# ---- block 1 ----
Fig. 1: block 1, met1 routing
Scale: 4 px per um. Supply wires on this layer in gray.
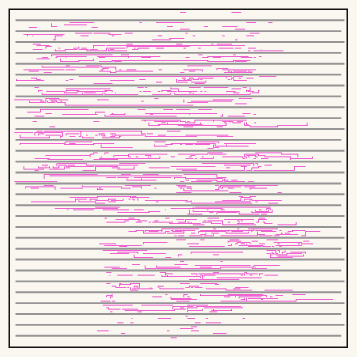

## config.mk

```make
export PLATFORM = sky130hd
export DESIGN_NAME = instr_loader
export DESIGN_NICKNAME = d
export VERILOG_FILES = /design/src/rtl/instr_loader.sv
export SDC_FILE = /design/constraint.sdc
export NUM_CORES = 1
export LEC_CHECK = 0
export CAP_MARGIN = 20
export CORE_UTILIZATION = 35
export CTS_BUF_LIST = sky130_fd_sc_hd__clkbuf_4 sky130_fd_sc_hd__clkbuf_8
export DETAILED_ROUTE_END_ITERATION = 12
export HOLD_SLACK_MARGIN = 0.03
export PLACE_DENSITY = 0.68
export SLEW_MARGIN = 20
export SYNTH_ARGS = -nofsm -noshare
export SYNTH_HDL_FRONTEND = slang
export SYNTH_SLANG_ARGS = --single-unit
```

## constraint.sdc

```tcl
create_clock -name Clk -period 3.8 [get_ports Clk]
set_input_delay 0.76 -clock Clk [delete_from_list [all_inputs] [get_ports Clk]]
set_output_delay 0.76 -clock Clk [all_outputs]
set_load 0.005 [all_outputs]
```

## src/rtl/instr_loader.sv

```systemverilog
// Byte-stream instruction loader: packs little-endian bytes into 32-bit words and writes them to instruction memory.
// Latency: 5 cycles/word at full In_Valid; In_Ready low outside LOAD/CHECK. Optional checksum byte under LOADER_CHECKSUM_EN.
module instr_loader #(
    parameter int DEPTH = 32,
    parameter int AW    = 5
) (
    input  logic          Clk,
    input  logic          Reset,
    input  logic          Start,
    input  logic [AW:0]   Num_Words,
    input  logic          In_Valid,
    input  logic [7:0]    In_Data,
    output logic          In_Ready,
    output logic          Imem_We,
    output logic [AW-1:0] Imem_Addr,
    output logic [31:0]   Imem_Wdata,
    output logic          Cpu_Reset,
    output logic          Busy,
    output logic          Done,
    output logic          Err
);

    typedef enum logic [2:0] {
        S_IDLE,
        S_LOAD,
        S_WRITE,
        S_DONE
`ifdef LOADER_CHECKSUM_EN
        ,
        S_CHECK,
        S_ERROR
`endif
    } state_t;

    localparam logic [AW:0] DEPTH_W = (AW+1)'(DEPTH);

    state_t        state_q, state_d;
    logic [1:0]    byte_q, byte_d;
    logic [AW-1:0] word_q, word_d;
    logic [AW:0]   num_q, num_d;
    logic [31:0]   data_q, data_d;
`ifdef LOADER_CHECKSUM_EN
    logic [7:0]    sum_q, sum_d;
`endif
    logic          start_ok;
    logic          last_word;

    assign start_ok   = Start && (Num_Words != '0);
    assign last_word  = ({1'b0, word_q} + (AW+1)'(1)) == num_q;
    assign Imem_Addr  = word_q;
    assign Imem_Wdata = data_q;

    always_comb begin
        state_d   = state_q;
        byte_d    = byte_q;
        word_d    = word_q;
        num_d     = num_q;
        data_d    = data_q;
`ifdef LOADER_CHECKSUM_EN
        sum_d     = sum_q;
`endif
        In_Ready  = 1'b0;
        Imem_We   = 1'b0;
        Cpu_Reset = 1'b1;
        Busy      = 1'b0;
        Done      = 1'b0;
        Err       = 1'b0;

        case (state_q)
            S_IDLE, S_DONE: begin
                if (state_q == S_DONE) begin
                    Done      = 1'b1;
                    Cpu_Reset = 1'b0;
                end
                // A fresh load (or reload from DONE) always restarts at word 0.
                if (start_ok) begin
                    state_d = S_LOAD;
                    byte_d  = '0;
                    word_d  = '0;
                    num_d   = (Num_Words > DEPTH_W) ? DEPTH_W : Num_Words;
`ifdef LOADER_CHECKSUM_EN
                    sum_d   = '0;
`endif
                end
            end
            S_LOAD: begin
                Busy     = 1'b1;
                In_Ready = 1'b1;
                if (In_Valid) begin
                    data_d[{byte_q, 3'b000} +: 8] = In_Data;
                    byte_d = byte_q + 2'd1;
`ifdef LOADER_CHECKSUM_EN
                    sum_d  = sum_q + In_Data;
`endif
                    if (byte_q == 2'd3) begin
                        state_d = S_WRITE;
                    end
                end
            end
            S_WRITE: begin
                Busy    = 1'b1;
                Imem_We = 1'b1;
                word_d  = word_q + 1'b1;
                if (last_word) begin
`ifdef LOADER_CHECKSUM_EN
                    state_d = S_CHECK;
`else
                    state_d = S_DONE;
`endif
                end else begin
                    state_d = S_LOAD;
                end
            end
`ifdef LOADER_CHECKSUM_EN
            S_CHECK: begin
                Busy     = 1'b1;
                In_Ready = 1'b1;
                if (In_Valid) begin
                    state_d = (In_Data == sum_q) ? S_DONE : S_ERROR;
                end
            end
            // Sticky until Reset; the processor is held in reset.
            S_ERROR: begin
                Err = 1'b1;
            end
`endif
            default: begin
                state_d = S_IDLE;
            end
        endcase
    end

    always_ff @(posedge Clk) begin
        if (!Reset) begin
            state_q <= S_IDLE;
            byte_q  <= '0;
            word_q  <= '0;
            num_q   <= '0;
            data_q  <= '0;
`ifdef LOADER_CHECKSUM_EN
            sum_q   <= '0;
`endif
        end else begin
            state_q <= state_d;
            byte_q  <= byte_d;
            word_q  <= word_d;
            num_q   <= num_d;
            data_q  <= data_d;
`ifdef LOADER_CHECKSUM_EN
            sum_q   <= sum_d;
`endif
        end
    end

endmodule

```

# ---- block 2 ----
--- src/rtl/button_auto_repeat_pkg.sv ---
// Shared state encoding, default 33 MHz timing and counter sizing helper
// for the button auto-repeat block.
package button_auto_repeat_pkg;

  typedef enum logic [1:0] {
    ST_IDLE   = 2'd0,
    ST_DELAY  = 2'd1,
    ST_REPEAT = 2'd2
  } state_t;

  localparam int DEF_INITIAL_DELAY = 16_500_000;  // 0.5 s at 33 MHz
  localparam int DEF_REPEAT_PERIOD = 3_300_000;   // 0.1 s at 33 MHz

  // Counter only has to reach max(delay, period)-1, so clog2 of the larger one suffices.
  function automatic int cnt_width(input int a, input int b);
    int m;
    m = (a > b) ? a : b;
    return (m < 2) ? 1 : $clog2(m);
  endfunction

endpackage

--- src/rtl/button_auto_repeat_channel.sv ---
// One auto-repeat channel: IDLE/DELAY/REPEAT FSM, elapsed-cycle counter and
// registered pulse/repeating outputs.
module button_auto_repeat_channel
  import button_auto_repeat_pkg::*;
#(
  parameter int INITIAL_DELAY = DEF_INITIAL_DELAY,
  parameter int REPEAT_PERIOD = DEF_REPEAT_PERIOD
) (
  input  logic clk,
  input  logic rst_b,
  input  logic level,
  output logic pulse,
  output logic repeating
);

  localparam int CNT_W = cnt_width(INITIAL_DELAY, REPEAT_PERIOD);
  localparam logic [CNT_W-1:0] DELAY_LAST  = CNT_W'(INITIAL_DELAY - 1);
  localparam logic [CNT_W-1:0] REPEAT_LAST = CNT_W'(REPEAT_PERIOD - 1);

  state_t           state_reg, state_next;
  logic [CNT_W-1:0] cnt_reg, cnt_next;
  logic             pulse_reg, pulse_next;
  logic             rep_reg, rep_next;

  always_ff @(posedge clk or negedge rst_b) begin
    if (!rst_b) begin
      state_reg <= ST_IDLE;
      cnt_reg   <= '0;
      pulse_reg <= 1'b0;
      rep_reg   <= 1'b0;
    end else begin
      state_reg <= state_next;
      cnt_reg   <= cnt_next;
      pulse_reg <= pulse_next;
      rep_reg   <= rep_next;
    end
  end

  // A low level always returns to IDLE first, so a release that coincides
  // with a terminal count suppresses that pulse.
  always_comb begin
    state_next = state_reg;
    cnt_next   = cnt_reg;
    pulse_next = 1'b0;
    case (state_reg)
      ST_IDLE: begin
        cnt_next = '0;
        if (level) begin
          state_next = ST_DELAY;
          pulse_next = 1'b1;
        end
      end
      ST_DELAY: begin
        if (!level) begin
          state_next = ST_IDLE;
          cnt_next   = '0;
        end else if (cnt_reg == DELAY_LAST) begin
          state_next = ST_REPEAT;
          cnt_next   = '0;
          pulse_next = 1'b1;
        end else begin
          cnt_next = cnt_reg + CNT_W'(1);
        end
      end
      ST_REPEAT: begin
        if (!level) begin
          state_next = ST_IDLE;
          cnt_next   = '0;
        end else if (cnt_reg == REPEAT_LAST) begin
          cnt_next   = '0;
          pulse_next = 1'b1;
        end else begin
          cnt_next = cnt_reg + CNT_W'(1);
        end
      end
      default: begin
        state_next = ST_IDLE;
        cnt_next   = '0;
      end
    endcase
    rep_next = (state_next == ST_REPEAT);
  end

  assign pulse     = pulse_reg;
  assign repeating = rep_reg;

endmodule

--- src/rtl/button_auto_repeat.sv ---
// Keyboard-style auto-repeat for `width` debounced buttons: press pulse, then
// repeat pulses while held. Disabling looks like a release on every channel.
module button_auto_repeat
  import button_auto_repeat_pkg::*;
#(
  parameter int width         = 1,
  parameter int INITIAL_DELAY = DEF_INITIAL_DELAY,
  parameter int REPEAT_PERIOD = DEF_REPEAT_PERIOD
) (
  input  logic             clk,
  input  logic             rst_b,
  input  logic             enable,
  input  logic [width-1:0] level_in,
  output logic [width-1:0] pulse_out,
  output logic [width-1:0] repeating
);

  if (INITIAL_DELAY < 2) begin : g_bad_initial_delay
    $error("button_auto_repeat: INITIAL_DELAY must be >= 2");
  end
  if (REPEAT_PERIOD < 2) begin : g_bad_repeat_period
    $error("button_auto_repeat: REPEAT_PERIOD must be >= 2");
  end

  logic [width-1:0] level_gated;
  assign level_gated = level_in & {width{enable}};

  for (genvar gi = 0; gi < width; gi++) begin : g_ch
    button_auto_repeat_channel #(
      .INITIAL_DELAY(INITIAL_DELAY),
      .REPEAT_PERIOD(REPEAT_PERIOD)
    ) u_ch (
      .clk      (clk),
      .rst_b    (rst_b),
      .level    (level_gated[gi]),
      .pulse    (pulse_out[gi]),
      .repeating(repeating[gi])
    );
  end

endmodule

--- config.mk ---
export PLATFORM = sky130hd
export DESIGN_NAME = button_auto_repeat
export DESIGN_NICKNAME = d
export VERILOG_FILES = /design/src/rtl/button_auto_repeat_pkg.sv /design/src/rtl/button_auto_repeat_channel.sv /design/src/rtl/button_auto_repeat.sv
export SDC_FILE = /design/constraint.sdc
export NUM_CORES = 1
export LEC_CHECK = 0
export ABC_CLOCK_PERIOD_IN_PS = 1920
export CORE_MARGIN = 2
export CORE_UTILIZATION = 52
export CTS_CLUSTER_SIZE = 28
export DETAILED_ROUTE_END_ITERATION = 16
export PLACE_DENSITY = 0.74
export SETUP_SLACK_MARGIN = 0.4
export SLEW_MARGIN = 20
export SYNTH_ARGS = -nofsm -noshare
export SYNTH_HDL_FRONTEND = slang
export SYNTH_SLANG_ARGS = --single-unit
--- constraint.sdc ---
create_clock -name clk -period 1.92 [get_ports clk]
set_input_delay 0.384 -clock clk [delete_from_list [all_inputs] [get_ports clk]]
set_output_delay 0.384 -clock clk [all_outputs]
set_load 0.03 [all_outputs]

==> screenshots <==
Close-up of the layout.
(a)
Window x 15 to 45, y 27 to 57 um. Cells in gray, sequential cells in the stronger gray; small squares are vias.
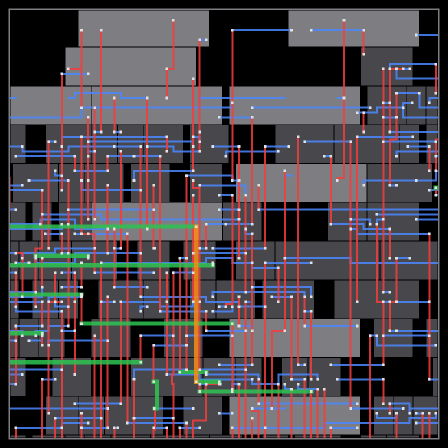
(b)
Window x 27 to 57, y 44 to 74 um. Cells in gray, sequential cells in the stronger gray; small squares are vias.
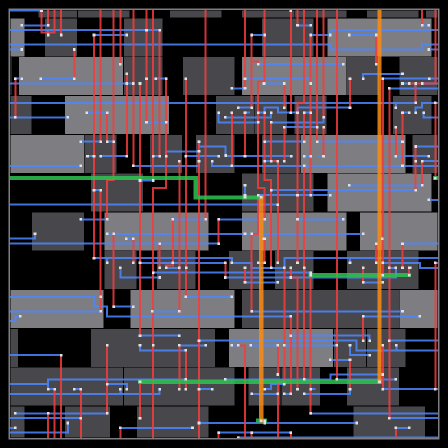
(b) is block 1.
(a) is block 2.

Key to (a):
color	layer
orange	M4
red	M2
green	M3
blue	M1
sequential cells in the window	10
netlist names of flops here include	`g_ch.u_ch.cnt_reg` (7), `g_ch.u_ch.state_reg` (2)
most frequent	dfrtp_1 (10), buf_4 (9), a21oi_1 (5)
cells with their middle in the window	70

Fig. 2: block 1, wiring by layer
Scale: 4 px per um. Only two layers are drawn.
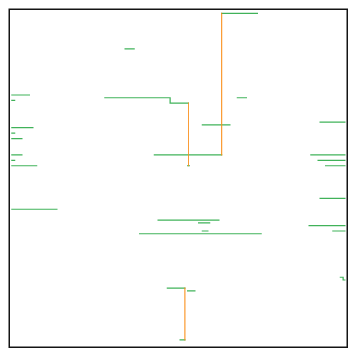
color	layer	wire length
green	M3	198 um
orange	M4	63.9 um
final wirelength: 5589 um
detailed-route via count: 1917
DR WL/cell: 15.23 um
global-route usage over all layers: 0.1587

Fig. 3: block 1, gate families picked out
Scale: 6 px per um.
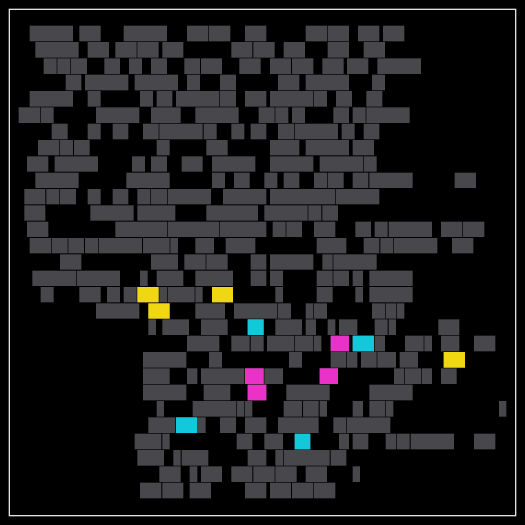
color	family	cells
cyan	non-inverting ao/oa cells	4
magenta	xor and xnor cells	4
yellow	mux cells	4
Commonest Layout Cell: sky130_fd_sc_hd__clkdlybuf4s50_1
non-filler cells, final: 367
fraction of area in multi-input gates: 0.4274

## Picture notes: Fig. 1
nets with wire on the layer	277
share of all routed wire	49%
longest straight run	38.2 um
main direction	horizontal
wire length on this layer	2730 um

==> notes.md, block 1 <==
Purpose: to document the outcome of synthesis and place and route.

STA
The slew at the pin closest to its max-slew limit is 0.9590 ns. Hold timing on the final database bottoms out at a slack of 0.4697 ns.

Clock tree
Post-CTS repair ended up resizing 0 cells. The maximum level of the CTS H-tree is 2. Looking at the clock tree report, the maximum root-to-sink buffer count equals 2.

Finish
The number of clock buffers in the layout is 5. In the final layout, excluding clock buffers the buffer count is 60. The clock buffer and inverter area fraction after layout is 0.03702. The final sequential cell count is 47. The area used by sequential logic in the layout is 940.9 sq um.

The register with the most flip-flops in the layout has 32 of them.

Detailed routing
The detailed router reports a met2 wire length of 2597 um. The first-pass iteration count of the detailed router is 8. The met3 wire length is 197 um. The top layer reached by signal wires is met4. The DRC violations left is 2.

Run
The max-capacitance violation count is 0.

Outcome
The run finished, with violations left. The checks that failed: DRC.

Floorplan
The chip occupies 0.007082 sq mm. 61 I/O pins were placed. For reference, the placement row count at floorplan is 29.

Synth
After synthesis, the share of flip-flops with an asynchronous set or reset is 0. Per Yosys stat, the portion of area used by sequential elements is 0.3983. The area of the synthesized netlist per yosys stat is 0.002362 sq mm. The count of library flops with an enable pin is 0.

Pwr
The combinational group share of total power is 0.367. The switching portion of total power comes to 0.3441. In this run the power density over the cells is 488.9 mW/mm^2. IR analysis of the VDD net gives a maximum drop of 0.2109 mV. The power report attributes to the clock group a share of 0.249.

The cell leakage power is 1.061 nW. The total power consumption of the routed design is 0.001520 W.

Worst hold path
The number of cells on the worst hold path is listed as 2.

Setup path
Per the post-run analysis, buffers plus inverters along the critical path come to 1. The worst stage delay on the critical path is 0.62 ns. The number of gates on the worst path with buffers counted is 2.

The cell family with the largest share of critical-path delay is buffers and inverters. The report shows a maximum critical-path fanout of 11.

Place
The HPWL reported at the end of detailed placement is 3962 um.

GRT
The most utilized layer in the global route result is met2.
Fig. 4: block 2, wiring by layer
Scale: 6 px per um. Only two layers are drawn.
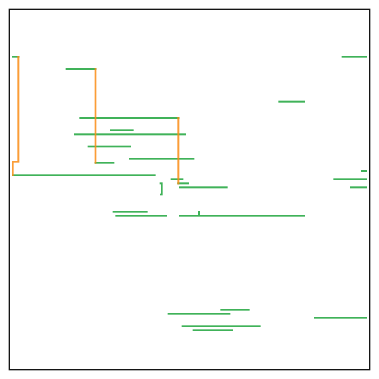
color	layer	wire length
orange	M4	47.2 um
green	M3	196 um
detailed-route via count: 1419
DR WL/cell: 15.89 um
global-route usage over all layers: 0.2310
final wirelength: 3624 um

Fig. 5: block 2, gate families picked out
Scale: 8 px per um.
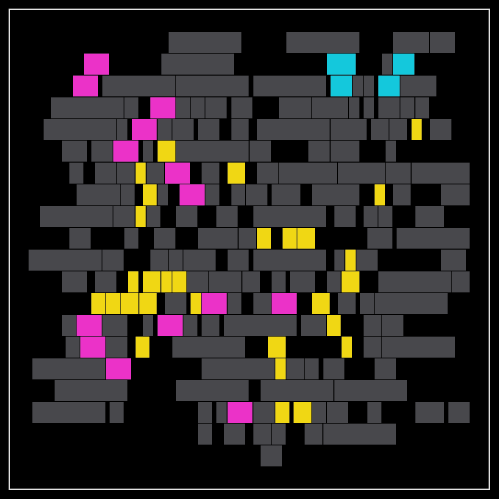
color	family	cells
magenta	xor and xnor cells	14
yellow	nand cells	29
cyan	non-inverting ao/oa cells	4

==> notes.md, block 2 <==
Purpose: to document the outcome of synthesis and place and route.

Clock tree
The buffer count from post-CTS setup fixing is 0. The clock net sink count is 28. The number of CTS-inserted buffers is 3.

Synth
The fraction of registers with async set/reset is 1.000. The synthesized instance count is 174. After synthesis, the most frequently instantiated cells are sky130_fd_sc_hd__dfrtp_1, sky130_fd_sc_hd__a21oi_1, sky130_fd_sc_hd__nand2_1, sky130_fd_sc_hd__nand4_1, sky130_fd_sc_hd__xnor2_1. The most frequent cell after synthesis is sky130_fd_sc_hd__dfrtp_1.

Finish
The most area-hungry cell class in the final design is multi-input combinational cells. Sequential cells placed in the final layout were counted as 28. The tally of non-filler cells in the final layout is 228. The final antenna diode tally reported by the flow is 0. The area of the multi-input gates is 882.1 sq um. The layout cell share with drive strength beyond 1 is 0.1795.

The library cell used most frequently in the layout, excluding fill and tap cells, is sky130_fd_sc_hd__dfrtp_1. The fraction of cell area in non-clock buffers is 0.1203. The post-route core utilization is 0.6371. Once layout is done, the placed cells without fillers occupy 0.001913 sq mm. The flip-flop count of the largest register after layout is 24. The clock buffer and inverter area fraction after layout is 0.01897. The sequential fraction of total cell area is 0.3663.

Pwr
The combinational group power is 0.000185 W. The reported net switching power is 0.0002901 W. The switching fraction of total power is 0.2677. Looking at the VDD voltage map, the peak drop is 0.3898 mV.

GRT
met3 track demand over resource after global routing is 0.04762.

STA
The final timing report gives a worst setup slack of -0.01471 ns. Endpoints with negative setup slack in the final report add up to 9. The pin closest to its max-slew limit shows a slew of 0.3679 ns.

Setup repair after global routing could not meet its margin everywhere.

Setup path
The required time of the worst setup path is 2.13 ns. The minimum setup slack among reg-to-reg paths is -0.01 ns.

Floorplan
The floorplan step set the die width to 59.82 um. The number of rows created at floorplan is 20. The fraction of the core area occupied by cells at floorplan is 0.5396. The flow inserted 33 tap cells.

Place
Detailed placement ended at an HPWL of 2678 um. The total placed cells including tap cells is 224.

Outcome
The checks that failed: setup timing. The flow ran to the end, but the final reports show violations.

Detailed routing
The first-pass iteration count of the detailed router is 4.

Power is estimated from default activity; no workload was simulated.
